# block 1

Block 1, nets reached from selected ports:
Bar = 20 um.
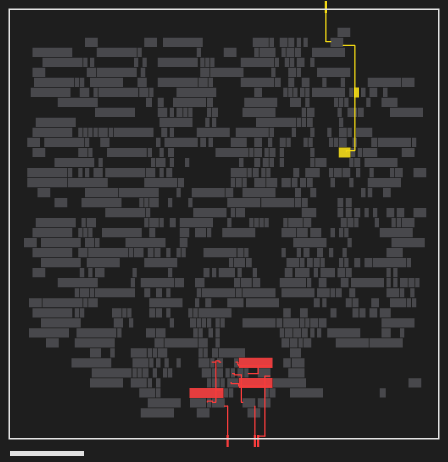

===== src/rtl/result_bcd_serializer_pkg.sv =====
// Shared types, widths and double-dabble helpers for the result BCD serializer.
package result_bcd_serializer_pkg;
    localparam int RES_W      = 11;
    localparam int DIG_W      = 4;
    localparam int BCD_DIGITS = 4;
    localparam int CONV_ITERS = 11;
    localparam int BCD_W      = DIG_W * BCD_DIGITS;
    localparam int ITER_W     = $clog2(CONV_ITERS + 1);
    localparam int IDX_W      = $clog2(BCD_DIGITS);

    typedef enum logic [1:0] {
        IDLE,
        CONV,
        SEND
    } state_e;

    // One double-dabble correction step: every nibble >= 5 gets +3 before the shift.
    function automatic logic [BCD_W-1:0] dd_adjust(input logic [BCD_W-1:0] b);
        logic [BCD_W-1:0] r;
        r = b;
        for (int i = 0; i < BCD_DIGITS; i++) begin
            if (b[DIG_W*i +: DIG_W] >= DIG_W'(5)) r[DIG_W*i +: DIG_W] = b[DIG_W*i +: DIG_W] + DIG_W'(3);
        end
        return r;
    endfunction

    function automatic logic [IDX_W-1:0] msd_index(input logic [BCD_W-1:0] b);
        logic [IDX_W-1:0] r;
        r = '0;
        for (int i = 1; i < BCD_DIGITS; i++) begin
            if (b[DIG_W*i +: DIG_W] != '0) r = IDX_W'(i);
        end
        return r;
    endfunction

    function automatic logic [DIG_W-1:0] nibble(input logic [BCD_W-1:0] b, input logic [IDX_W-1:0] idx);
        return b[DIG_W*int'(idx) +: DIG_W];
    endfunction
endpackage


===== src/rtl/result_bcd_serializer_if.sv =====
// Result input pulse and digit output handshake of the BCD serializer.
interface result_bcd_serializer_if;
    import result_bcd_serializer_pkg::*;

    logic             res_valid;
    logic [RES_W-1:0] res;
    logic             dig_valid;
    logic [DIG_W-1:0] dig;
    logic             dig_last;
    logic             dig_ready;

    modport master (output res_valid, res, dig_ready, input dig_valid, dig, dig_last);
    modport slave  (input res_valid, res, dig_ready, output dig_valid, dig, dig_last);
endinterface


===== src/rtl/result_bcd_serializer_result_fifo.sv =====
// Synchronous result FIFO; a push into a full FIFO is taken when a pop happens on the same edge.
module result_fifo
    import result_bcd_serializer_pkg::*;
#(
    parameter int DEPTH = 4
) (
    input  logic                   clk,
    input  logic                   rst_n,
    input  logic                   push,
    input  logic                   pop,
    input  logic [RES_W-1:0]       wdata,
    output logic [RES_W-1:0]       rdata,
    output logic                   full,
    output logic                   empty,
    output logic [$clog2(DEPTH):0] count
);
    localparam int AW = $clog2(DEPTH);

    logic [RES_W-1:0] mem_q [DEPTH];
    logic [RES_W-1:0] mem_d [DEPTH];
    logic [AW-1:0]    wr_ptr_q, wr_ptr_d, rd_ptr_q, rd_ptr_d;
    logic [AW:0]      count_q, count_d;
    logic             push_ok, pop_ok;

    // DEPTH is a power of two, so the count MSB alone marks full.
    assign full    = count_q[AW];
    assign empty   = (count_q == '0);
    assign count   = count_q;
    assign rdata   = mem_q[rd_ptr_q];
    assign pop_ok  = pop && !empty;
    assign push_ok = push && (!full || pop_ok);

    always_comb begin
        mem_d    = mem_q;
        wr_ptr_d = wr_ptr_q;
        rd_ptr_d = rd_ptr_q;
        count_d  = count_q;
        if (push_ok) begin
            mem_d[wr_ptr_q] = wdata;
            wr_ptr_d        = wr_ptr_q + AW'(1);
        end
        if (pop_ok) rd_ptr_d = rd_ptr_q + AW'(1);
        case ({push_ok, pop_ok})
            2'b10:   count_d = count_q + (AW+1)'(1);
            2'b01:   count_d = count_q - (AW+1)'(1);
            default: count_d = count_q;
        endcase
    end

    always_ff @(posedge clk) mem_q <= mem_d;

    always_ff @(posedge clk or negedge rst_n) begin
        if (!rst_n) begin
            wr_ptr_q <= '0;
            rd_ptr_q <= '0;
            count_q  <= '0;
        end else begin
            wr_ptr_q <= wr_ptr_d;
            rd_ptr_q <= rd_ptr_d;
            count_q  <= count_d;
        end
    end
endmodule


===== src/rtl/result_bcd_serializer.sv =====
// Buffers 11-bit results, converts each to 4-digit BCD with a sequential
// double-dabble, and streams the digits MSD-first over valid/ready.
module result_bcd_serializer
    import result_bcd_serializer_pkg::*;
#(
    parameter int DEPTH       = 4,
    parameter bit SUPPRESS_LZ = 1'b1
) (
    input  logic                    clk,
    input  logic                    rst_n,
    result_bcd_serializer_if.slave  bus,
    input  logic                    clr_ovf,
    output logic                    busy,
    output logic                    ovf,
    output logic [$clog2(DEPTH):0]  fifo_cnt
);
    state_e            state_q, state_d;
    logic [RES_W-1:0]  bin_q, bin_d;
    logic [BCD_W-1:0]  bcd_q, bcd_d, bcd_adj;
    logic [ITER_W-1:0] iter_q, iter_d;
    logic [IDX_W-1:0]  idx_q, idx_d;
    logic [DIG_W-1:0]  dig_q, dig_d;
    logic              dig_valid_q, dig_valid_d;
    logic              dig_last_q, dig_last_d;
    logic              ovf_q, ovf_d;

    logic              fifo_pop, fifo_full, fifo_empty, fifo_drop;
    logic [RES_W-1:0]  fifo_rdata;

    result_fifo #(.DEPTH(DEPTH)) u_fifo (
        .clk   (clk),
        .rst_n (rst_n),
        .push  (bus.res_valid),
        .pop   (fifo_pop),
        .wdata (bus.res),
        .rdata (fifo_rdata),
        .full  (fifo_full),
        .empty (fifo_empty),
        .count (fifo_cnt)
    );

    assign fifo_drop     = bus.res_valid && fifo_full && !fifo_pop;
    assign bus.dig_valid = dig_valid_q;
    assign bus.dig       = dig_q;
    assign bus.dig_last  = dig_last_q;
    assign ovf           = ovf_q;
    assign busy          = (state_q != IDLE) || !fifo_empty;

    always_comb begin
        state_d     = state_q;
        bin_d       = bin_q;
        bcd_d       = bcd_q;
        iter_d      = iter_q;
        idx_d       = idx_q;
        dig_d       = dig_q;
        dig_valid_d = dig_valid_q;
        dig_last_d  = dig_last_q;
        fifo_pop    = 1'b0;
        bcd_adj     = dd_adjust(bcd_q);
        case (state_q)
            IDLE: if (!fifo_empty) begin
                fifo_pop = 1'b1;
                bin_d    = fifo_rdata;
                bcd_d    = '0;
                iter_d   = '0;
                state_d  = CONV;
            end
            CONV: begin
                {bcd_d, bin_d} = {bcd_adj[BCD_W-2:0], bin_q, 1'b0};
                iter_d         = iter_q + ITER_W'(1);
                // Last shift: present the first digit straight from the finished BCD.
                if (iter_q == ITER_W'(CONV_ITERS - 1)) begin
                    state_d     = SEND;
                    idx_d       = SUPPRESS_LZ ? msd_index(bcd_d) : IDX_W'(BCD_DIGITS - 1);
                    dig_d       = nibble(bcd_d, idx_d);
                    dig_valid_d = 1'b1;
                    dig_last_d  = (idx_d == '0);
                end
            end
            SEND: if (bus.dig_ready) begin
                if (idx_q == '0) begin
                    state_d     = IDLE;
                    dig_valid_d = 1'b0;
                    dig_last_d  = 1'b0;
                end else begin
                    idx_d      = idx_q - IDX_W'(1);
                    dig_d      = nibble(bcd_q, idx_d);
                    dig_last_d = (idx_d == '0);
                end
            end
            default: state_d = IDLE;
        endcase
        // A drop on the same edge as a clear keeps the flag set.
        ovf_d = fifo_drop ? 1'b1 : (clr_ovf ? 1'b0 : ovf_q);
    end

    always_ff @(posedge clk or negedge rst_n) begin
        if (!rst_n) begin
            state_q     <= IDLE;
            bin_q       <= '0;
            bcd_q       <= '0;
            iter_q      <= '0;
            idx_q       <= '0;
            dig_q       <= '0;
            dig_valid_q <= 1'b0;
            dig_last_q  <= 1'b0;
            ovf_q       <= 1'b0;
        end else begin
            state_q     <= state_d;
            bin_q       <= bin_d;
            bcd_q       <= bcd_d;
            iter_q      <= iter_d;
            idx_q       <= idx_d;
            dig_q       <= dig_d;
            dig_valid_q <= dig_valid_d;
            dig_last_q  <= dig_last_d;
            ovf_q       <= ovf_d;
        end
    end
endmodule

===== src/flat_wrapper.sv =====
// flat-port wrapper written by rule: the top's interface ports become plain ports
module result_bcd_serializer_flat import result_bcd_serializer_pkg::*;
#(
    parameter int DEPTH       = 4,
    parameter bit SUPPRESS_LZ = 1'b1
)
  (clk, rst_n, clr_ovf, busy, ovf, fifo_cnt, bus_res_valid, bus_res, bus_dig_ready, bus_dig_valid, bus_dig, bus_dig_last);
  result_bcd_serializer_if bus_i ();
  input  logic clk;
  input  logic rst_n;
  input  logic clr_ovf;
  output logic busy;
  output logic ovf;
  output logic [$clog2(DEPTH):0] fifo_cnt;
  input wire logic [$bits(bus_i.res_valid)-1:0] bus_res_valid;
  input wire logic [$bits(bus_i.res)-1:0] bus_res;
  input wire logic [$bits(bus_i.dig_ready)-1:0] bus_dig_ready;
  output wire logic [$bits(bus_i.dig_valid)-1:0] bus_dig_valid;
  output wire logic [$bits(bus_i.dig)-1:0] bus_dig;
  output wire logic [$bits(bus_i.dig_last)-1:0] bus_dig_last;
  assign bus_i.res_valid = bus_res_valid;
  assign bus_i.res = bus_res;
  assign bus_i.dig_ready = bus_dig_ready;
  assign bus_dig_valid = bus_i.dig_valid;
  assign bus_dig = bus_i.dig;
  assign bus_dig_last = bus_i.dig_last;
  result_bcd_serializer #(.DEPTH(DEPTH), .SUPPRESS_LZ(SUPPRESS_LZ)) u_core (.clk(clk), .rst_n(rst_n), .bus(bus_i), .clr_ovf(clr_ovf), .busy(busy), .ovf(ovf), .fifo_cnt(fifo_cnt));
endmodule

===== config.mk =====
export PLATFORM = sky130hd
export DESIGN_NAME = result_bcd_serializer_flat
export DESIGN_NICKNAME = d
export VERILOG_FILES = /design/src/rtl/result_bcd_serializer_pkg.sv /design/src/rtl/result_bcd_serializer_if.sv /design/src/rtl/result_bcd_serializer_result_fifo.sv /design/src/rtl/result_bcd_serializer.sv /design/src/flat_wrapper.sv
export SDC_FILE = /design/constraint.sdc
export NUM_CORES = 1
export LEC_CHECK = 0
export ABC_AREA = 1
export CAP_MARGIN = 10
export CORE_MARGIN = 3
export CORE_UTILIZATION = 40
export CTS_CLUSTER_DIAMETER = 200
export CTS_CLUSTER_SIZE = 28
export DETAILED_ROUTE_END_ITERATION = 12
export PLACE_DENSITY = 0.55
export SLEW_MARGIN = 15
export SYNTH_ARGS = -nofsm -noshare
export SYNTH_HDL_FRONTEND = slang
export SYNTH_HIERARCHICAL = 1
export SYNTH_SLANG_ARGS = --single-unit

===== constraint.sdc =====
create_clock -name clk -period 2.8 [get_ports clk]
set_clock_uncertainty 0.2 [all_clocks]
set_input_delay 0.42 -clock clk [delete_from_list [all_inputs] [get_ports clk]]
set_output_delay 0.42 -clock clk [all_outputs]
set_load 0.01 [all_outputs]

# block 2

$ cat config.mk
export PLATFORM = sky130hd
export DESIGN_NAME = serial_add_ctrl
export DESIGN_NICKNAME = d
export VERILOG_FILES = /design/src/rtl/serial_add_pkg.sv /design/src/rtl/serial_add_shreg.sv /design/src/rtl/serial_add_ctrl.sv
export SDC_FILE = /design/constraint.sdc
export NUM_CORES = 1
export LEC_CHECK = 0
export CAP_MARGIN = 20
export CORE_ASPECT_RATIO = 0.75
export CORE_MARGIN = 3
export CORE_UTILIZATION = 23
export CTS_CLUSTER_DIAMETER = 40
export CTS_CLUSTER_SIZE = 10
export DETAILED_ROUTE_END_ITERATION = 12
export HOLD_SLACK_MARGIN = 0.03
export RECOVER_POWER = 50
export SETUP_SLACK_MARGIN = 0.3
export SYNTH_ARGS = -nofsm -noshare
export SYNTH_HDL_FRONTEND = slang
export SYNTH_SLANG_ARGS = --single-unit
$ cat constraint.sdc
create_clock -name clk -period 1.6 [get_ports clk]
set_input_delay 0.24 -clock clk [delete_from_list [all_inputs] [get_ports clk]]
set_output_delay 0.24 -clock clk [all_outputs]
set_load 0.02 [all_outputs]
$ cat src/rtl/serial_add_pkg.sv
// Shared types and constants for the serial adder sequencing controller.
package serial_add_pkg;

   localparam int SADD_WIDTH_DEF = 4;

   typedef enum logic [2:0] {
      IDLE,
      CLEAR,
      SHIFT,
      DRAIN,
      DONE
   } state_t;

   // Bits needed to hold values 0..value-1, never less than one.
   function automatic int clog2(input int value);
      int r;
      r = 0;
      while ((1 << r) < value) r++;
      return (r < 1) ? 1 : r;
   endfunction

endpackage

$ cat src/rtl/serial_add_shreg.sv
// WIDTH-bit parallel-load, shift-right register feeding one adder operand LSB-first.
module serial_add_shreg
   import serial_add_pkg::*;
#(
   parameter int WIDTH = SADD_WIDTH_DEF
) (
   input  logic             clk,
   input  logic             rst_n,
   input  logic             load,
   input  logic             shift,
   input  logic [WIDTH-1:0] d,
   output logic             lsb
);

   logic [WIDTH-1:0] q;

   // NOTE: sequential state uses non-blocking assignments so every register samples pre-edge values.
   always_ff @(posedge clk or negedge rst_n) begin
      if (!rst_n) begin
         q <= '0;
      end else if (load) begin
         q <= d;
      end else if (shift) begin
         q <= {1'b0, q[WIDTH-1:1]};
      end
   end

   assign lsb = q[0];

endmodule

$ cat src/rtl/serial_add_ctrl.sv
// Sequencer for an external Moore serial adder: load operands, clear, stream bits, collect result.
// Optional build macro: SERIAL_ADD_CTRL_STATS_EN adds the op_count handshake counter.
module serial_add_ctrl
   import serial_add_pkg::*;
#(
   parameter int WIDTH = SADD_WIDTH_DEF
) (
   input  logic             clk,
   input  logic             rst_n,
   input  logic             in_valid,
   output logic             in_ready,
   input  logic [WIDTH-1:0] in_a,
   input  logic [WIDTH-1:0] in_b,
   output logic             out_valid,
   input  logic             out_ready,
   output logic [WIDTH:0]   out_sum,
   output logic             add_rst,
   output logic             add_a_bit,
   output logic             add_b_bit,
   input  logic             add_sum,
   input  logic             add_carry
`ifdef SERIAL_ADD_CTRL_STATS_EN
   ,
   output logic [15:0]      op_count
`endif
);

   localparam int CW = clog2(WIDTH);
   localparam int IW = clog2(WIDTH + 1);
   localparam logic [CW-1:0] CNT_LAST = CW'(WIDTH - 1);

   state_t          state;
   state_t          state_d;
   logic [CW-1:0]   cnt;
   logic [IW-1:0]   bit_idx;
   logic [WIDTH:0]  res;
   logic            add_rst_q;
   logic            load;
   logic            shift;
   logic            sa_lsb;
   logic            sb_lsb;

   serial_add_shreg #(.WIDTH(WIDTH)) u_shreg_a (
      .clk   (clk),
      .rst_n (rst_n),
      .load  (load),
      .shift (shift),
      .d     (in_a),
      .lsb   (sa_lsb)
   );

   serial_add_shreg #(.WIDTH(WIDTH)) u_shreg_b (
      .clk   (clk),
      .rst_n (rst_n),
      .load  (load),
      .shift (shift),
      .d     (in_b),
      .lsb   (sb_lsb)
   );

   // NOTE: every combinational output gets a default first so no path can infer a latch.
   always_comb begin
      state_d   = state;
      in_ready  = 1'b0;
      out_valid = 1'b0;
      add_a_bit = 1'b0;
      add_b_bit = 1'b0;
      load      = 1'b0;
      shift     = 1'b0;
      case (state)
         IDLE: begin
            in_ready = 1'b1;
            if (in_valid) begin
               load    = 1'b1;
               state_d = CLEAR;
            end
         end
         CLEAR: state_d = SHIFT;
         SHIFT: begin
            add_a_bit = sa_lsb;
            add_b_bit = sb_lsb;
            shift     = 1'b1;
            if (cnt == CNT_LAST) state_d = DRAIN;
         end
         DRAIN: state_d = DONE;
         DONE: begin
            out_valid = 1'b1;
            if (out_ready) state_d = IDLE;
         end
         default: state_d = IDLE;
      endcase
   end

   // The adder output lags its inputs by one cycle, so SHIFT cycle cnt holds sum bit cnt-1.
   assign bit_idx = IW'(cnt) - IW'(1);

   always_ff @(posedge clk or negedge rst_n) begin
      if (!rst_n) begin
         state     <= IDLE;
         cnt       <= '0;
         res       <= '0;
         add_rst_q <= 1'b1;
      end else begin
         state     <= state_d;
         add_rst_q <= (state_d == CLEAR);
         case (state)
            IDLE: begin
               cnt <= '0;
               if (load) res <= '0;
            end
            CLEAR: cnt <= '0;
            SHIFT: begin
               if (cnt != '0) res[bit_idx] <= add_sum;
               cnt <= (cnt == CNT_LAST) ? '0 : cnt + CW'(1);
            end
            DRAIN: begin
               res[WIDTH-1] <= add_sum;
               res[WIDTH]   <= add_carry;
            end
            default: ;
         endcase
      end
   end

   assign add_rst = add_rst_q;
   assign out_sum = res;

`ifdef SERIAL_ADD_CTRL_STATS_EN
   always_ff @(posedge clk or negedge rst_n) begin
      if (!rst_n) begin
         op_count <= '0;
      end else if (out_valid && out_ready && (op_count != 16'hFFFF)) begin
         op_count <= op_count + 16'd1;
      end
   end
`endif

endmodule

# block 3

==> config.mk <==
export PLATFORM = sky130hd
export DESIGN_NAME = serial_adder_64
export DESIGN_NICKNAME = d
export VERILOG_FILES = /design/src/rtl/serial_adder_64.sv
export SDC_FILE = /design/constraint.sdc
export NUM_CORES = 1
export LEC_CHECK = 0
export ABC_CLOCK_PERIOD_IN_PS = 5330
export CAP_MARGIN = 10
export CORE_ASPECT_RATIO = 2
export CORE_MARGIN = 4
export CORE_UTILIZATION = 30
export DETAILED_ROUTE_END_ITERATION = 8
export DONT_BUFFER_PORTS = 1
export PLACE_DENSITY = 0.42
export SKIP_CTS_REPAIR_TIMING = 1
export SLEW_MARGIN = 20
export SYNTH_ARGS = -nofsm -noshare
export SYNTH_HDL_FRONTEND = slang
export SYNTH_SLANG_ARGS = --single-unit
export TNS_END_PERCENT = 1
==> constraint.sdc <==
create_clock -name clk -period 5.33 [get_ports clk]
set_clock_uncertainty 0.05 [all_clocks]
set_input_delay 0.533 -clock clk [delete_from_list [all_inputs] [get_ports clk]]
set_output_delay 0.533 -clock clk [all_outputs]
set_load 0.005 [all_outputs]
==> src/rtl/serial_adder_64.sv <==
// Digit-serial adder: sum = a + b + cin over WIDTH/DIGIT cycles, one DIGIT-bit slice per cycle.
// Define SERIAL_ADDER_CC_EN to add the zf/sf/of condition-code outputs.
module serial_adder_64 #(
  parameter int WIDTH = 64,
  parameter int DIGIT = 4
) (
  input  logic             clk,
  input  logic             rst_n,
  input  logic             in_valid,
  output logic             in_ready,
  input  logic [WIDTH-1:0] a,
  input  logic [WIDTH-1:0] b,
  input  logic             cin,
  output logic             out_valid,
  input  logic             out_ready,
  output logic [WIDTH-1:0] sum,
  output logic             cout
`ifdef SERIAL_ADDER_CC_EN
  ,
  output logic             zf,
  output logic             sf,
  output logic             of
`endif
);

  localparam int N     = WIDTH / DIGIT;
  localparam int CNT_W = (N > 1) ? $clog2(N) : 1;

  if (WIDTH % DIGIT != 0) begin : g_cfg_err
    $fatal(1, "serial_adder_64: WIDTH must be a multiple of DIGIT");
  end

  typedef enum logic [1:0] {IDLE, BUSY, DONE} state_e;

  state_e             state_q, state_d;
  logic [CNT_W-1:0]   cnt_q, cnt_d;
  logic               carry_q, carry_d;
  logic [WIDTH-1:0]   a_q, a_d, b_q, b_d, work_q, work_d;
  logic [WIDTH-1:0]   sum_q, sum_d;
  logic               cout_q, cout_d;
  logic               out_valid_q, out_valid_d;
  logic               in_ready_q, in_ready_d;
`ifdef SERIAL_ADDER_CC_EN
  logic               zf_q, zf_d, sf_q, sf_d, of_q, of_d;
`endif

  logic [DIGIT-1:0]   a_dig, b_dig, dig_sum;
  logic               dig_cout;
  logic               last;

  // One carry-chain slice shared by every digit position.
  always_comb begin
    a_dig               = a_q[cnt_q*DIGIT +: DIGIT];
    b_dig               = b_q[cnt_q*DIGIT +: DIGIT];
    {dig_cout, dig_sum} = {1'b0, a_dig} + {1'b0, b_dig} + {{DIGIT{1'b0}}, carry_q};
    last                = (cnt_q == CNT_W'(N - 1));
  end

  // NOTE: every signal gets a default at the top of the block so no path leaves it unassigned (no latches).
  always_comb begin
    state_d     = state_q;
    cnt_d       = cnt_q;
    carry_d     = carry_q;
    a_d         = a_q;
    b_d         = b_q;
    work_d      = work_q;
    sum_d       = sum_q;
    cout_d      = cout_q;
    out_valid_d = out_valid_q;
    in_ready_d  = in_ready_q;
`ifdef SERIAL_ADDER_CC_EN
    zf_d        = zf_q;
    sf_d        = sf_q;
    of_d        = of_q;
`endif
    case (state_q)
      IDLE: begin
        if (in_valid && in_ready_q) begin
          a_d        = a;
          b_d        = b;
          carry_d    = cin;
          cnt_d      = '0;
          in_ready_d = 1'b0;
          state_d    = BUSY;
        end
      end
      BUSY: begin
        work_d[cnt_q*DIGIT +: DIGIT] = dig_sum;
        carry_d = dig_cout;
        cnt_d   = cnt_q + 1'b1;
        if (last) begin
          sum_d       = work_d;
          cout_d      = dig_cout;
          out_valid_d = 1'b1;
          cnt_d       = '0;
          state_d     = DONE;
`ifdef SERIAL_ADDER_CC_EN
          zf_d = (work_d == '0);
          sf_d = dig_sum[DIGIT-1];
          // Carry into the MSB recovered from the MSB's own sum bit.
          of_d = (a_dig[DIGIT-1] ^ b_dig[DIGIT-1] ^ dig_sum[DIGIT-1]) ^ dig_cout;
`endif
        end
      end
      DONE: begin
        if (out_ready) begin
          out_valid_d = 1'b0;
          in_ready_d  = 1'b1;
          state_d     = IDLE;
        end
      end
      default: state_d = IDLE;
    endcase
  end

  // NOTE: sequential state uses non-blocking assignments so all flops update together at the edge.
  always_ff @(posedge clk) begin
    if (!rst_n) begin
      state_q     <= IDLE;
      cnt_q       <= '0;
      carry_q     <= 1'b0;
      sum_q       <= '0;
      cout_q      <= 1'b0;
      out_valid_q <= 1'b0;
      in_ready_q  <= 1'b1;
`ifdef SERIAL_ADDER_CC_EN
      zf_q        <= 1'b0;
      sf_q        <= 1'b0;
      of_q        <= 1'b0;
`endif
    end else begin
      state_q     <= state_d;
      cnt_q       <= cnt_d;
      carry_q     <= carry_d;
      sum_q       <= sum_d;
      cout_q      <= cout_d;
      out_valid_q <= out_valid_d;
      in_ready_q  <= in_ready_d;
`ifdef SERIAL_ADDER_CC_EN
      zf_q        <= zf_d;
      sf_q        <= sf_d;
      of_q        <= of_d;
`endif
    end
  end

  // NOTE: operand and working registers are deliberately not reset; each is fully written before it is read.
  always_ff @(posedge clk) begin
    a_q    <= a_d;
    b_q    <= b_d;
    work_q <= work_d;
  end

  assign in_ready  = in_ready_q;
  assign out_valid = out_valid_q;
  assign sum       = sum_q;
  assign cout      = cout_q;
`ifdef SERIAL_ADDER_CC_EN
  assign zf        = zf_q;
  assign sf        = sf_q;
  assign of        = of_q;
`endif

endmodule


==> gallery <==
Track usage over the die.
image #1
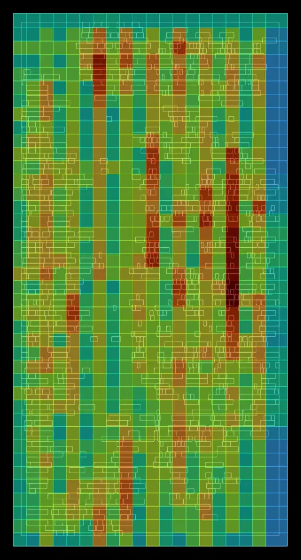
image #2
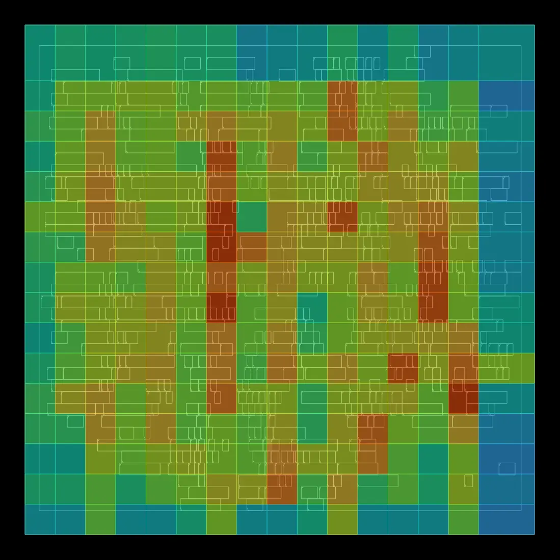
image #3
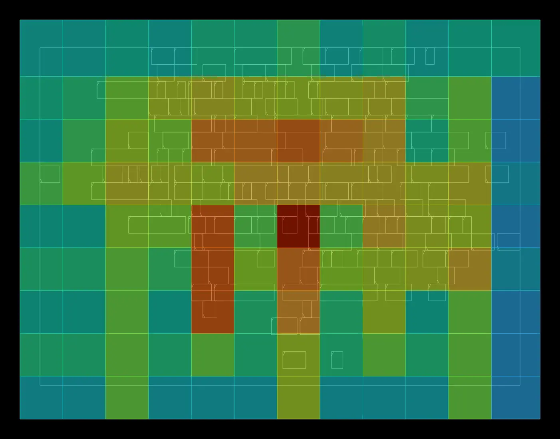
Block 1 is image #2.
Block 3 is image #1.
Block 2 is image #3.
- highest utilization: image #2

Block 3, a small window of the routed layout:
Bar = 10 um. Region (23, 57) to (48, 82) um. Cells in grey, sequential cells in the stronger grey; small squares are vias.
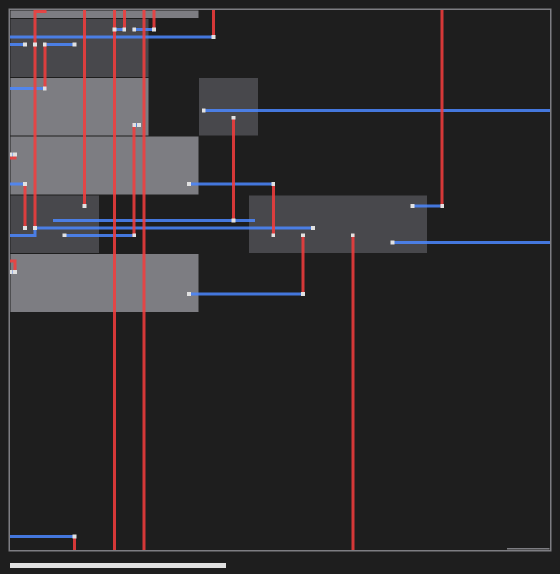
legend:
  blue:
    layer: M1
  red:
    layer: M2
cells with their middle in the window: 7
sequential cells in the window: 3
most frequent: mux4_2 (3), edfxtp_1 (3), buf_4 (1)
netlist names of flops here include: a_q (2), b_q (1)

==> run summary, block 3 <==
Rel. slew slack: 0.3406
DR iter-0 viols: 338
Count of mapped cells out of synthesis: 761
Post-synth ARST share: 0
Count of antenna-violating nets left after detailed routing: 0
Cell area after layout: 0.01338 sq mm
Family with the most delay on the worst path: AND-OR/OR-AND gates
R2R cell count: 10
Multi-input gate share of total cell area: 0.2442
Top-count cell post-synth: sky130_fd_sc_hd__edfxtp_1
Final setup violating endpoints: 0
Seq power: 2400 uW
Outcome: completed
Final period util: 0.8113
Utilization after layout: 0.3749
Met3 Usage GRT: 0.03594
Delay of the slowest cell on the worst path: 850 ps
Total number of yosys warnings: 0
Type of element capturing the critical path: flip-flop
Peak supply drop: 0.3175 mV
H-tree levels: 1
Number of primary I/O pins: 200
Layout clock buffer count: 30
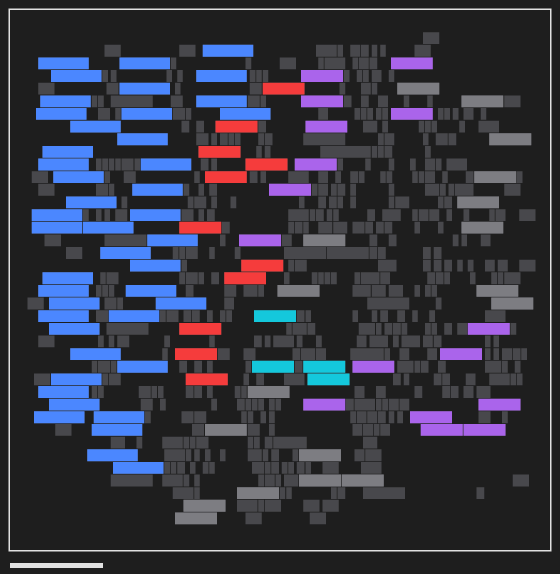
Block 1: register map, names as in the netlist
Bar = 20 um. Other sequential cells in the stronger grey, the rest of the logic in the fainter grey.
legend:
  purple:
    name_in_the_netlist: u_core/bcd_q
    sequential_cells: 16
  blue:
    name_in_the_netlist: u_core/u_fifo/mem_q
    sequential_cells: 44
    where: a vertical strip on the left
  red:
    name_in_the_netlist: u_core/bin_q
    sequential_cells: 11
  cyan:
    name_in_the_netlist: u_core/iter_q
    sequential_cells: 4
not coloured: 18
area of all sequential standard cells: 0.002547 sq mm
Seq power: 2170 uW
utilization after layout: 0.4773
sequential cell area share: 0.4576

Notes on 'nets reached from selected ports' of block 1 above:
legend:
  red:
    port: fifo_cnt
    bits: 3
    direction: output
    end_cells: 3
    buffers: 3
    wire: 94.5 um
  yellow:
    port: bus_dig_ready
    bits: 1
    direction: input
    end_cells: 2
    buffers: 1
    wire: 44.1 um
number of buffers added on ports: 26
number of primary I/O pins: 27

==> run summary, block 1 <==
Minimum setup slack in the final design: 301.8 ps
Post-synthesis area per instance: 9.115 sq um
Clock-pin slew of the registers on the worst-case setup and hold paths: 70 ps
Combinational-cell power consumption: 3680 uW
Row count: 39
Cell area after layout: 0.005567 sq mm
Outcome: completed
Most area-consuming cells after synthesis: sky130_fd_sc_hd__edfxtp_1 27%, sky130_fd_sc_hd__dfrtp_1 25%, sky130_fd_sc_hd__nand2_1 8.8%, sky130_fd_sc_hd__inv_1 6.1%, sky130_fd_sc_hd__ha_1 4.4%
R2r startpoint: u_core/u_fifo/count[2]
Part of the power in registers: 0.306
Capture instance of the worst register-to-register path: u_core/u_fifo/count[2]
P&R area growth vs syn: 14.58%
WHS: 283.1 ps
Most common cell after layout, fill and taps aside: sky130_fd_sc_hd__nand2_1
Top-count cell post-synth: sky130_fd_sc_hd__nand2_1
GR Util met1: 0.2090
Root Buffer Master: sky130_fd_sc_hd__clkbuf_16
Via count: 3528
Ant. Diodes: 0
Critical path endpoint: u_core/u_fifo/count[2]
Multi-input gate share of total cell area: 0.3349
Post-synth ARST share: 0.5269
Worst-case clock buffer depth: 2
Cell taking the most area after synthesis: sky130_fd_sc_hd__edfxtp_1
Seq share, synth: 0.5243
Weighted congestion reported at the end of routability-driven placement: 0.8428
Data required time at the worst endpoint: 2840 ps
Layout clock buffer count: 10
Net count, final: 598
Largest net degree at the start of global routing: 46
DP Cell Count: 695
Sequence of cells on the critical path: inv_1, nand3_1, inv_1, nor2_1, o21ai_2, ha_1, inv_1, fa_1, nand2_1, nand3_1, nand2_1, nand2_1
PwrDens: 1272 mW/mm^2
Antenna violations before repair: 0
Dominant kind of cell: flip-flops and latches
Synth Net Count: 567
Peak supply drop: 0.5066 mV
Gr usage total: 0.1653
Met3 layer wire length in the routed design: 260 um
FF+latch count, synth: 93
Clock tree from TritonCTS: done
Number of buffer and inverter stages on the critical path: 3
Synthesized-area fraction occupied by ao, oa, aoi and oai cells: 0.1113
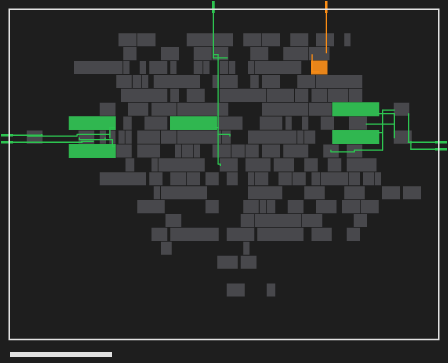
Block 2: nets reached from selected ports
Bar = 20 um.
legend:
  orange:
    port: add_a_bit
    bits: 1
    direction: output
    end_cells: 1
    buffers: 1
    wire: 12.9 um
  green:
    port: out_sum
    bits: 5
    direction: output
    end_cells: 5
    buffers: 5
    wire: 141 um
number of buffers added on ports: 23
number of primary I/O pins: 24

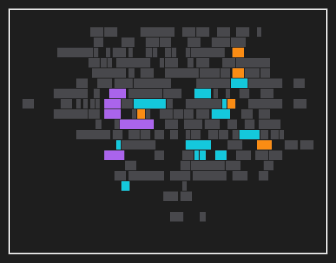
Block 2: gate-type map
legend:
  cyan:
    family: nor cells
    cells: 12
  orange:
    family: and/or cells
    cells: 5
  purple:
    family: fa/ha/maj cells
    cells: 5
final std cells w/o fill: 204
multi-input gate share of total cell area: 0.3621

==> run summary, block 2 <==
Final min period: 1570 ps
Post-synth top cells: 18 x sky130_fd_sc_hd__dfrtp_1, 15 x sky130_fd_sc_hd__nand2_1, 7 x sky130_fd_sc_hd__o21ai_0
Delay of the slowest cell on the worst path: 430 ps
Fp_density: 0.2479
Number of synthesized flops with an enable pin: 0
Cell area reported after detailed placement: 0.001420 sq mm
Number of detailed-route iterations in the first pass: 4
H-tree levels: 1
Weighted congestion reported at the end of routability-driven placement: 0.7370
Post-synth ARST share: 1.000
Hold wc startpoint: out_sum[3]
Max-cap check violation count: 0
Non-clock inverter total of the final layout: 4
Busiest grt layer: met2
Ant. Diodes: 0
Overflow after GRT: 0
Worst R2R Setup Slack: 30 ps
Largest net degree at the start of global routing: 20
Synth Net Count: 123
Outcome: completed
Share of final layout cell area taken by clock buffers and inverters: 0.02683
Final setup violating endpoints: 0
Slew of the pin with the lowest slew margin: 1080 ps
Portion of synthesized cell area occupied by the leading cell type: 0.4322
Capture instance of the worst register-to-register path: out_sum[3]
CP startpoint kind: flip-flop
Total Power: 3209 uW
Share of synthesized area spent on multiplexers: 0.05762
Final tally of hold violations: 0
Part of the power in combinational logic: 0.645
Number of standard cells reported by yosys: 104
Critical path endpoint: out_sum[3]

# block 4

Block 4, gate-type map:
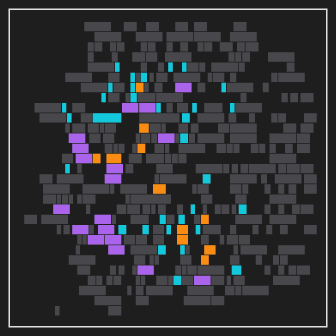

--- src/rtl/vga_timing_gen.sv ---
// Programmable VGA raster timing generator: H/V segment FSMs with registered sync/de/coordinates.
// Define VGA_TIMING_RELOAD_EN to build the runtime shadow-register reload path.
module vga_timing_gen #(
  parameter int unsigned H_ACTIVE  = 640,
  parameter int unsigned H_FRONT   = 16,
  parameter int unsigned H_SYNC    = 96,
  parameter int unsigned H_BACK    = 48,
  parameter int unsigned V_ACTIVE  = 480,
  parameter int unsigned V_FRONT   = 10,
  parameter int unsigned V_SYNC    = 2,
  parameter int unsigned V_BACK    = 33,
  parameter bit          HSYNC_POL = 1'b0,
  parameter bit          VSYNC_POL = 1'b0
) (
  input  logic        clk,
  input  logic        rst_n,
  input  logic        pix_en,
  input  logic        cfg_valid,
  output logic        cfg_ready,
  input  logic [2:0]  cfg_sel,
  input  logic [10:0] cfg_data,
  input  logic        cfg_apply,
  output logic        hsync,
  output logic        vsync,
  output logic        de,
  output logic [10:0] x,
  output logic [9:0]  y,
  output logic        line_start,
  output logic        frame_start
);

  typedef enum logic [1:0] {StActive = 2'd0, StFront = 2'd1, StSync = 2'd2, StBack = 2'd3} seg_e;

  localparam logic [10:0] HDef [4] = '{11'(H_ACTIVE), 11'(H_FRONT), 11'(H_SYNC), 11'(H_BACK)};
  localparam logic [9:0]  VDef [4] = '{10'(V_ACTIVE), 10'(V_FRONT), 10'(V_SYNC), 10'(V_BACK)};

  logic [10:0] h_len [4];
  logic [9:0]  v_len [4];

  seg_e        h_state_q, h_state_d, v_state_q, v_state_d;
  logic [10:0] h_cnt_q, h_cnt_d, h_last;
  logic [9:0]  v_cnt_q, v_cnt_d, v_last;
  logic        line_end, frame_end, first_col;

`ifdef VGA_TIMING_RELOAD_EN
  logic [10:0] h_shd_q [4];
  logic [9:0]  v_shd_q [4];
  logic [10:0] h_act_q [4];
  logic [9:0]  v_act_q [4];
  logic        pending_q;
  logic        cfg_wr;

  assign cfg_ready = ~pending_q;
  assign cfg_wr    = cfg_valid & ~pending_q;

  // Writes are blocked while pending, so the commit never races a shadow write.
  always_ff @(posedge clk) begin
    if (!rst_n) begin
      for (int i = 0; i < 4; i++) begin
        h_shd_q[i] <= HDef[i];
        v_shd_q[i] <= VDef[i];
        h_act_q[i] <= HDef[i];
        v_act_q[i] <= VDef[i];
      end
      pending_q <= 1'b0;
    end else begin
      if (cfg_wr) begin
        if (cfg_sel[2]) v_shd_q[cfg_sel[1:0]] <= cfg_data[9:0];
        else            h_shd_q[cfg_sel[1:0]] <= cfg_data;
      end
      if (pending_q && frame_end) begin
        h_act_q   <= h_shd_q;
        v_act_q   <= v_shd_q;
        pending_q <= 1'b0;
      end else if (cfg_apply) begin
        pending_q <= 1'b1;
      end
    end
  end

  assign h_len = h_act_q;
  assign v_len = v_act_q;
`else
  logic unused_cfg;

  assign h_len      = HDef;
  assign v_len      = VDef;
  assign cfg_ready  = 1'b0;
  assign unused_cfg = ^{cfg_valid, cfg_sel, cfg_data, cfg_apply};
`endif

  // A zero length behaves as one: the last index is then 0.
  always_comb begin
    h_last = (h_len[h_state_q] == 11'd0) ? 11'd0 : h_len[h_state_q] - 11'd1;
    v_last = (v_len[v_state_q] == 10'd0) ? 10'd0 : v_len[v_state_q] - 10'd1;
  end

  assign line_end  = pix_en && (h_state_q == StBack) && (h_cnt_q == h_last);
  assign frame_end = line_end && (v_state_q == StBack) && (v_cnt_q == v_last);
  assign first_col = (h_state_q == StActive) && (h_cnt_q == 11'd0);

  always_comb begin
    h_state_d = h_state_q;
    h_cnt_d   = h_cnt_q;
    v_state_d = v_state_q;
    v_cnt_d   = v_cnt_q;
    if (pix_en) begin
      if (h_cnt_q == h_last) begin
        h_cnt_d   = 11'd0;
        h_state_d = seg_e'(h_state_q + 2'd1);
      end else begin
        h_cnt_d = h_cnt_q + 11'd1;
      end
    end
    if (line_end) begin
      if (v_cnt_q == v_last) begin
        v_cnt_d   = 10'd0;
        v_state_d = seg_e'(v_state_q + 2'd1);
      end else begin
        v_cnt_d = v_cnt_q + 10'd1;
      end
    end
  end

  always_ff @(posedge clk) begin
    if (!rst_n) begin
      h_state_q <= StActive;
      v_state_q <= StActive;
      h_cnt_q   <= 11'd0;
      v_cnt_q   <= 10'd0;
    end else begin
      h_state_q <= h_state_d;
      v_state_q <= v_state_d;
      h_cnt_q   <= h_cnt_d;
      v_cnt_q   <= v_cnt_d;
    end
  end

  // Outputs capture the pixel consumed on each strobe and hold between strobes.
  always_ff @(posedge clk) begin
    if (!rst_n) begin
      hsync       <= ~HSYNC_POL;
      vsync       <= ~VSYNC_POL;
      de          <= 1'b0;
      x           <= 11'd0;
      y           <= 10'd0;
      line_start  <= 1'b0;
      frame_start <= 1'b0;
    end else begin
      line_start  <= pix_en && first_col;
      frame_start <= pix_en && first_col && (v_state_q == StActive) && (v_cnt_q == 10'd0);
      if (pix_en) begin
        hsync <= (h_state_q == StSync) ? HSYNC_POL : ~HSYNC_POL;
        vsync <= (v_state_q == StSync) ? VSYNC_POL : ~VSYNC_POL;
        de    <= (h_state_q == StActive) && (v_state_q == StActive);
        x     <= (h_state_q == StActive) ? h_cnt_q : 11'd0;
        y     <= (v_state_q == StActive) ? v_cnt_q : 10'd0;
      end
    end
  end

endmodule

--- config.mk ---
export PLATFORM = sky130hd
export DESIGN_NAME = vga_timing_gen
export DESIGN_NICKNAME = d
export VERILOG_FILES = /design/src/rtl/vga_timing_gen.sv
export SDC_FILE = /design/constraint.sdc
export NUM_CORES = 1
export LEC_CHECK = 0
export CORE_MARGIN = 2
export CORE_UTILIZATION = 40
export CTS_CLUSTER_SIZE = 28
export DETAILED_ROUTE_END_ITERATION = 6
export HOLD_SLACK_MARGIN = 0.12
export SKIP_LAST_GASP = 1
export SLEW_MARGIN = 10
export SYNTH_ARGS = -nofsm -noshare
export SYNTH_HDL_FRONTEND = slang
export SYNTH_SLANG_ARGS = --single-unit
--- constraint.sdc ---
create_clock -name clk -period 4.6 [get_ports clk]
set_clock_uncertainty 0.2 [all_clocks]
set_input_delay 0.69 -clock clk [delete_from_list [all_inputs] [get_ports clk]]
set_output_delay 0.69 -clock clk [all_outputs]
set_load 0.01 [all_outputs]
# block 5

[src/rtl/uart_tx_ctrl.sv]
// UART transmit frame controller: start/data/parity/stop sequencing around an external serializer.
// Optional second stop bit (two_stop input) when UART_TX_TWO_STOP_EN is defined.
module uart_tx_ctrl #(
    parameter int DATA_WIDTH = 8,
    parameter int WDOG_LIMIT = 8
) (
    input  logic                  clk,
    input  logic                  rst,
    input  logic                  data_valid,
    input  logic [DATA_WIDTH-1:0] P_DATA,
    input  logic                  par_en,
    input  logic                  par_typ,
`ifdef UART_TX_TWO_STOP_EN
    input  logic                  two_stop,
`endif
    input  logic                  ser_data,
    input  logic                  ser_done,
    output logic                  ser_en,
    output logic                  busy,
    output logic                  TX_OUT,
    output logic                  frame_err
);

    localparam logic [2:0] IDLE   = 3'd0;
    localparam logic [2:0] START  = 3'd1;
    localparam logic [2:0] DATA   = 3'd2;
    localparam logic [2:0] PARITY = 3'd3;
    localparam logic [2:0] STOP   = 3'd4;
`ifdef UART_TX_TWO_STOP_EN
    localparam logic [2:0] STOP1  = 3'd5;
`endif

    localparam int WDOG_W = $clog2(WDOG_LIMIT + 1);

    logic [2:0]        state_reg, state_next;
    logic              par_en_reg;
    logic              par_bit_reg;
    logic [WDOG_W-1:0] wdog_cnt_reg;
    logic              accept;
    logic              wdog_fire;
    logic [2:0]        stop_entry;
`ifdef UART_TX_TWO_STOP_EN
    logic              two_stop_reg;
`endif

    assign accept = data_valid && !busy;

    // Watchdog only fires if the serializer has not flagged its last bit by the final allowed cycle.
    assign wdog_fire = (state_reg == DATA) && !ser_done
                       && (wdog_cnt_reg == WDOG_W'(WDOG_LIMIT - 1));

`ifdef UART_TX_TWO_STOP_EN
    assign stop_entry = two_stop_reg ? STOP1 : STOP;
`else
    assign stop_entry = STOP;
`endif

    always_comb begin
        state_next = state_reg;
        case (state_reg)
            IDLE:    if (accept) state_next = START;
            START:   state_next = DATA;
            DATA: begin
                if (ser_done)
                    state_next = par_en_reg ? PARITY : stop_entry;
                else if (wdog_fire)
                    state_next = STOP;
            end
            PARITY:  state_next = stop_entry;
`ifdef UART_TX_TWO_STOP_EN
            STOP1:   state_next = STOP;
`endif
            STOP:    state_next = accept ? START : IDLE;
            default: state_next = IDLE;
        endcase
    end

    always_ff @(posedge clk) begin
        if (rst) begin
            state_reg    <= IDLE;
            par_en_reg   <= 1'b0;
            par_bit_reg  <= 1'b0;
            wdog_cnt_reg <= '0;
`ifdef UART_TX_TWO_STOP_EN
            two_stop_reg <= 1'b0;
`endif
        end else begin
            state_reg <= state_next;
            if (accept) begin
                par_en_reg  <= par_en;
                par_bit_reg <= (^P_DATA) ^ par_typ;
`ifdef UART_TX_TWO_STOP_EN
                two_stop_reg <= two_stop;
`endif
            end
            if (state_reg == DATA)
                wdog_cnt_reg <= wdog_cnt_reg + WDOG_W'(1);
            else
                wdog_cnt_reg <= '0;
        end
    end

    // busy is low in STOP so a following byte can be accepted with no idle gap.
    assign busy      = !((state_reg == IDLE) || (state_reg == STOP));
    assign ser_en    = (state_reg == START)
                       || ((state_reg == DATA) && !ser_done && !wdog_fire);
    assign frame_err = wdog_fire;

    always_comb begin
        TX_OUT = 1'b1;
        case (state_reg)
            START:   TX_OUT = 1'b0;
            DATA:    TX_OUT = ser_data;
            PARITY:  TX_OUT = par_bit_reg;
            default: TX_OUT = 1'b1;
        endcase
    end

endmodule

[config.mk]
export PLATFORM = sky130hd
export DESIGN_NAME = uart_tx_ctrl
export DESIGN_NICKNAME = d
export VERILOG_FILES = /design/src/rtl/uart_tx_ctrl.sv
export SDC_FILE = /design/constraint.sdc
export NUM_CORES = 1
export LEC_CHECK = 0
export CORE_AREA = 4 4 41 43
export CTS_BUF_LIST = sky130_fd_sc_hd__clkbuf_8 sky130_fd_sc_hd__clkbuf_16
export CTS_CLUSTER_DIAMETER = 50
export DETAILED_ROUTE_END_ITERATION = 10
export DIE_AREA = 0 0 45 47
export PLACE_DENSITY_LB_ADDON = 0.12
export SYNTH_ARGS = -nofsm -noshare
export SYNTH_HDL_FRONTEND = slang
export SYNTH_SLANG_ARGS = --single-unit
[constraint.sdc]
create_clock -name clk -period 2.75 [get_ports clk]
set_input_delay 0.55 -clock clk [delete_from_list [all_inputs] [get_ports clk]]
set_output_delay 0.55 -clock clk [all_outputs]
set_load 0.03 [all_outputs]
Block 4, a small window of the routed layout:
Bar = 10 um. Region (9, 9) to (34, 34) um. Cells in grey, sequential cells in the stronger grey; small squares are vias.
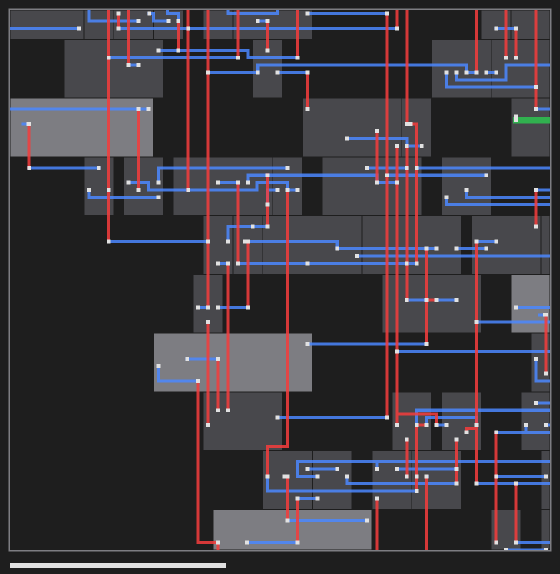
legend:
  blue:
    layer: M1
  red:
    layer: M2
  green:
    layer: M3
sequential cells in the window: 3
cells with their middle in the window: 31
most frequent: nand2_1 (7), ha_1 (7), dfxtp_1 (3)

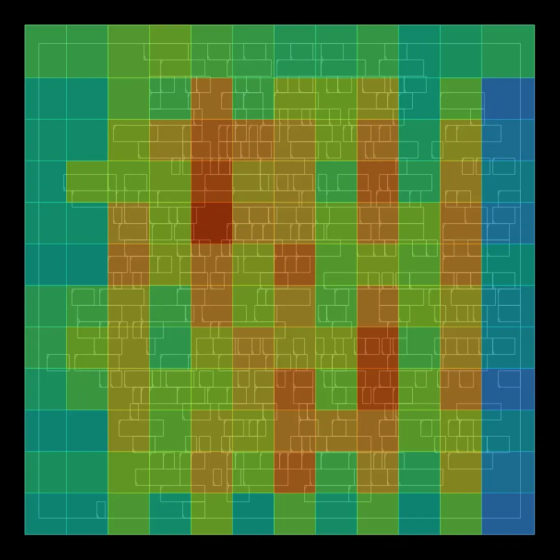
Block 4: track usage over the die
average routed wire per standard cell: 13.82 um
GR Util met1: 0.2386
utilization after layout: 0.4855

Notes on 'gate-type map' of block 4 above:
legend:
  cyan:
    family: nor cells
    cells: 32
  orange:
    family: and/or cells
    cells: 11
  purple:
    family: fa/ha/maj cells
    cells: 18
multi-input gate share of total cell area: 0.4775
final std cells w/o fill: 404

==> run summary, block 4 <==
Outcome: completed
WHS: 272.1 ps
Cell taking the most area after synthesis: sky130_fd_sc_hd__dfxtp_1
RSZ-0062 raised after global routing: false
Number of stages on the worst setup path: 8
Switching portion of total power: 0.2041
Share of final layout cell area taken by clock buffers and inverters: 0.04327
Post-synthesis area per instance: 8.509 sq um
Seq share, synth: 0.3921
Sum of routed wire segments on met1: 2985 um
Number of detailed-route iterations in the first pass: 4
Chip Area: 0.007171 sq mm
GR Layer Usage met2: 0.2520
Gr usage total: 0.1652
Minimum setup slack in the final design: 1424 ps
Overflow after GRT: 0
P_leak: 0.001123 uW
Synth Net Count: 343
HP Class: flip-flop to flip-flop
Final min period: 3176 ps
Row count: 29
CP startpoint kind: flip-flop
Sw Pwr: 173.8 uW
Combinational-cell power consumption: 38.0 uW
Per-cell via count in the routed design: 5.245
Number of synthesized flops with an enable pin: 0
Most common cell after layout, fill and taps aside: sky130_fd_sc_hd__dfxtp_1
Final number of max-transition violations: 0
Net count, final: 363
Final setup violating endpoints: 0
Primary FF master, synth: sky130_fd_sc_hd__dfxtp_1
Most area-consuming cells after synthesis: sky130_fd_sc_hd__dfxtp_1 39%, sky130_fd_sc_hd__ha_1 8.6%, sky130_fd_sc_hd__nand2b_1 5.8%, sky130_fd_sc_hd__nand3_1 5.6%, sky130_fd_sc_hd__a21oi_1 4.6%
Arrival time at the worst endpoint: 3210 ps
Rel. slew slack: 0.5961
R2R cell count: 8
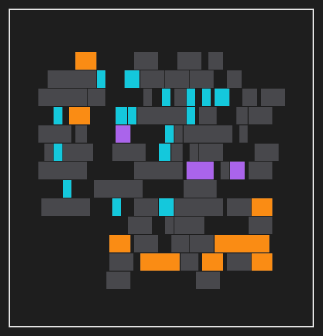
Block 5: gate-type map
legend:
  orange:
    family: xor and xnor cells
    cells: 8
  purple:
    family: and/or cells
    cells: 3
  cyan:
    family: nor cells
    cells: 16
most common cell after layout, fill and taps aside: sky130_fd_sc_hd__clkdlybuf4s50_1
multi-input gate share of total cell area: 0.4211
final std cells w/o fill: 94

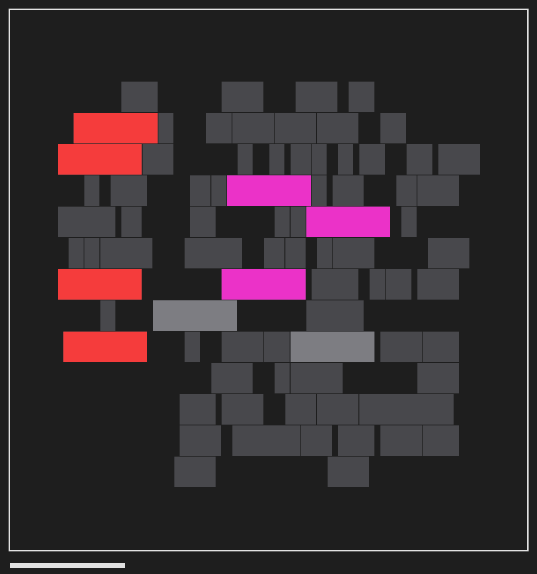
Block 5: register map, names as in the netlist
Bar = 10 um. Other sequential cells in the stronger grey, the rest of the logic in the fainter grey.
legend:
  magenta:
    name_in_the_netlist: state_reg
    sequential_cells: 3
  red:
    name_in_the_netlist: wdog_cnt_reg
    sequential_cells: 4
not coloured: 2
utilization after layout: 0.5731
sequential cell area share: 0.2416
area of all sequential standard cells: 180.2 sq um
Seq power: 144 uW

==> run summary, block 5 <==
Outcome: completed
Final tally of hold violations: 0
Tapcell count: 15
Post CTS Setup Buffer Count: 0
Dominant comb cell: simple AND/OR/NAND/NOR gates
Delay of the slowest cell on the worst path: 720 ps
Master of the slowest instance on the critical path: sky130_fd_sc_hd__clkdlybuf4s50_1
RSZ-0062 raised after global routing: false
Final number of max-transition violations: 0
Seq Cell Count: 9
Synth Net Count: 73
H-tree levels: 1
Top logic cells by instance count in the layout: 18 x sky130_fd_sc_hd__clkdlybuf4s50_1, 11 x sky130_fd_sc_hd__nor2_1, 9 x sky130_fd_sc_hd__dfxtp_1
Cell taking the most area after synthesis: sky130_fd_sc_hd__dfxtp_1
Die H: 47 um
Family with the most delay on the worst path: buffers and inverters
Antenna violations before repair: 0
Hold wc startpoint: wdog_cnt_reg[0]
Relative contribution of the clock network to total power: 0.388
Rel. slew slack: 0.7951

==> layout pictures side by side <==
Nets reached from selected ports.
Plate I
Bar = 10 um.
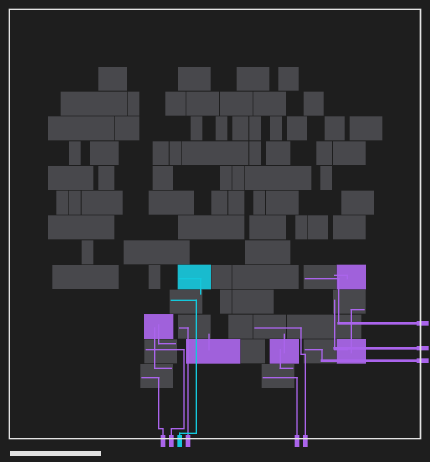
Plate II
Bar = 20 um.
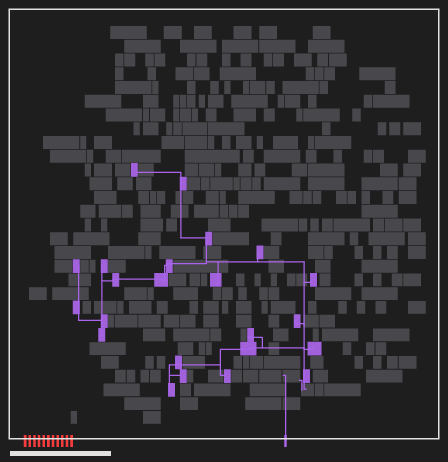
Plate II is block 4.
Plate I is block 5.
Of these, largest die: Plate II
Of these, most cells: Plate II

Key to Plate I:
legend:
  cyan:
    port: par_en
    bits: 1
    direction: input
    end_cells: 1
    buffers: 1
    wire: 23.4 um
  purple:
    port: P_DATA
    bits: 8
    direction: input
    end_cells: 5
    buffers: 8
    wire: 135 um



## Gallery

A small window of the routed layout.
panel A
Bar = 10 um. Region (17, 17) to (42, 42) um. Cells in grey, sequential cells in the stronger grey; small squares are vias.
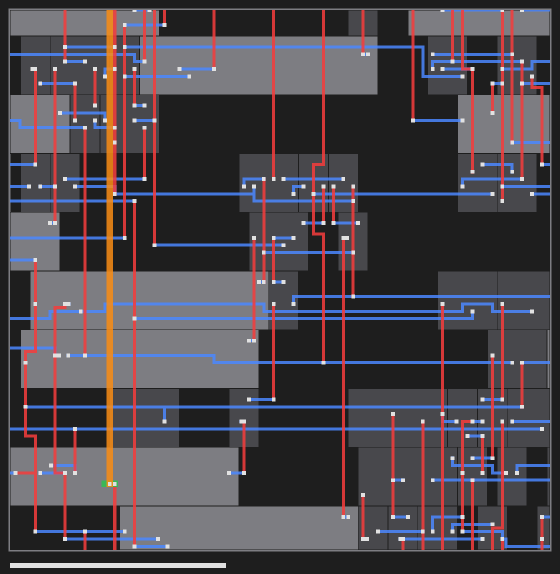
panel B
Bar = 10 um. Region (0, 0) to (25, 25) um. Cells in grey, sequential cells in the stronger grey; small squares are vias.
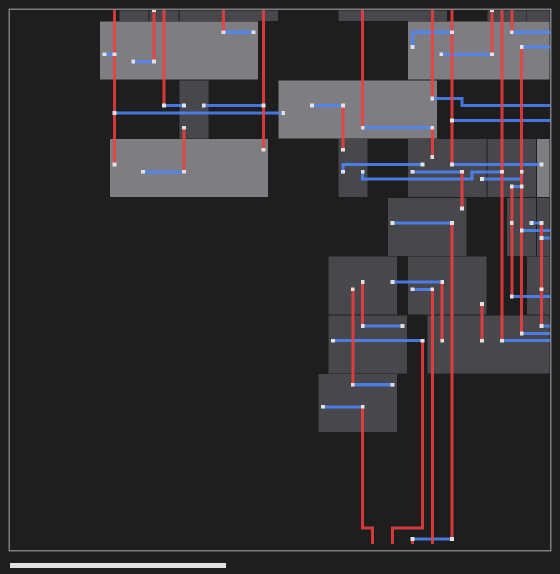
panel C
Bar = 10 um. Region (8, 4) to (33, 29) um. Cells in grey, sequential cells in the stronger grey; small squares are vias.
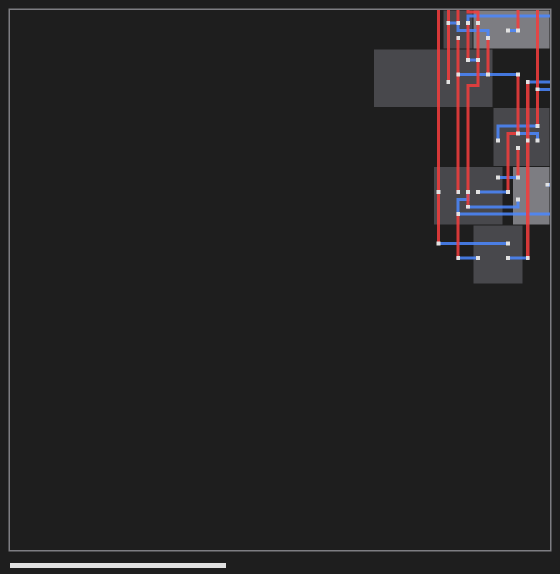
Panel C is block 2.
Panel B is block 5.
Panel A is block 1.

Key to panel C:
legend:
  red:
    layer: M2
  blue:
    layer: M1
sequential cells in the window: 0
most frequent: a22o_1 (2)
cells with their middle in the window: 5

No activity file was given, so power comes from the tool's default toggle rates.
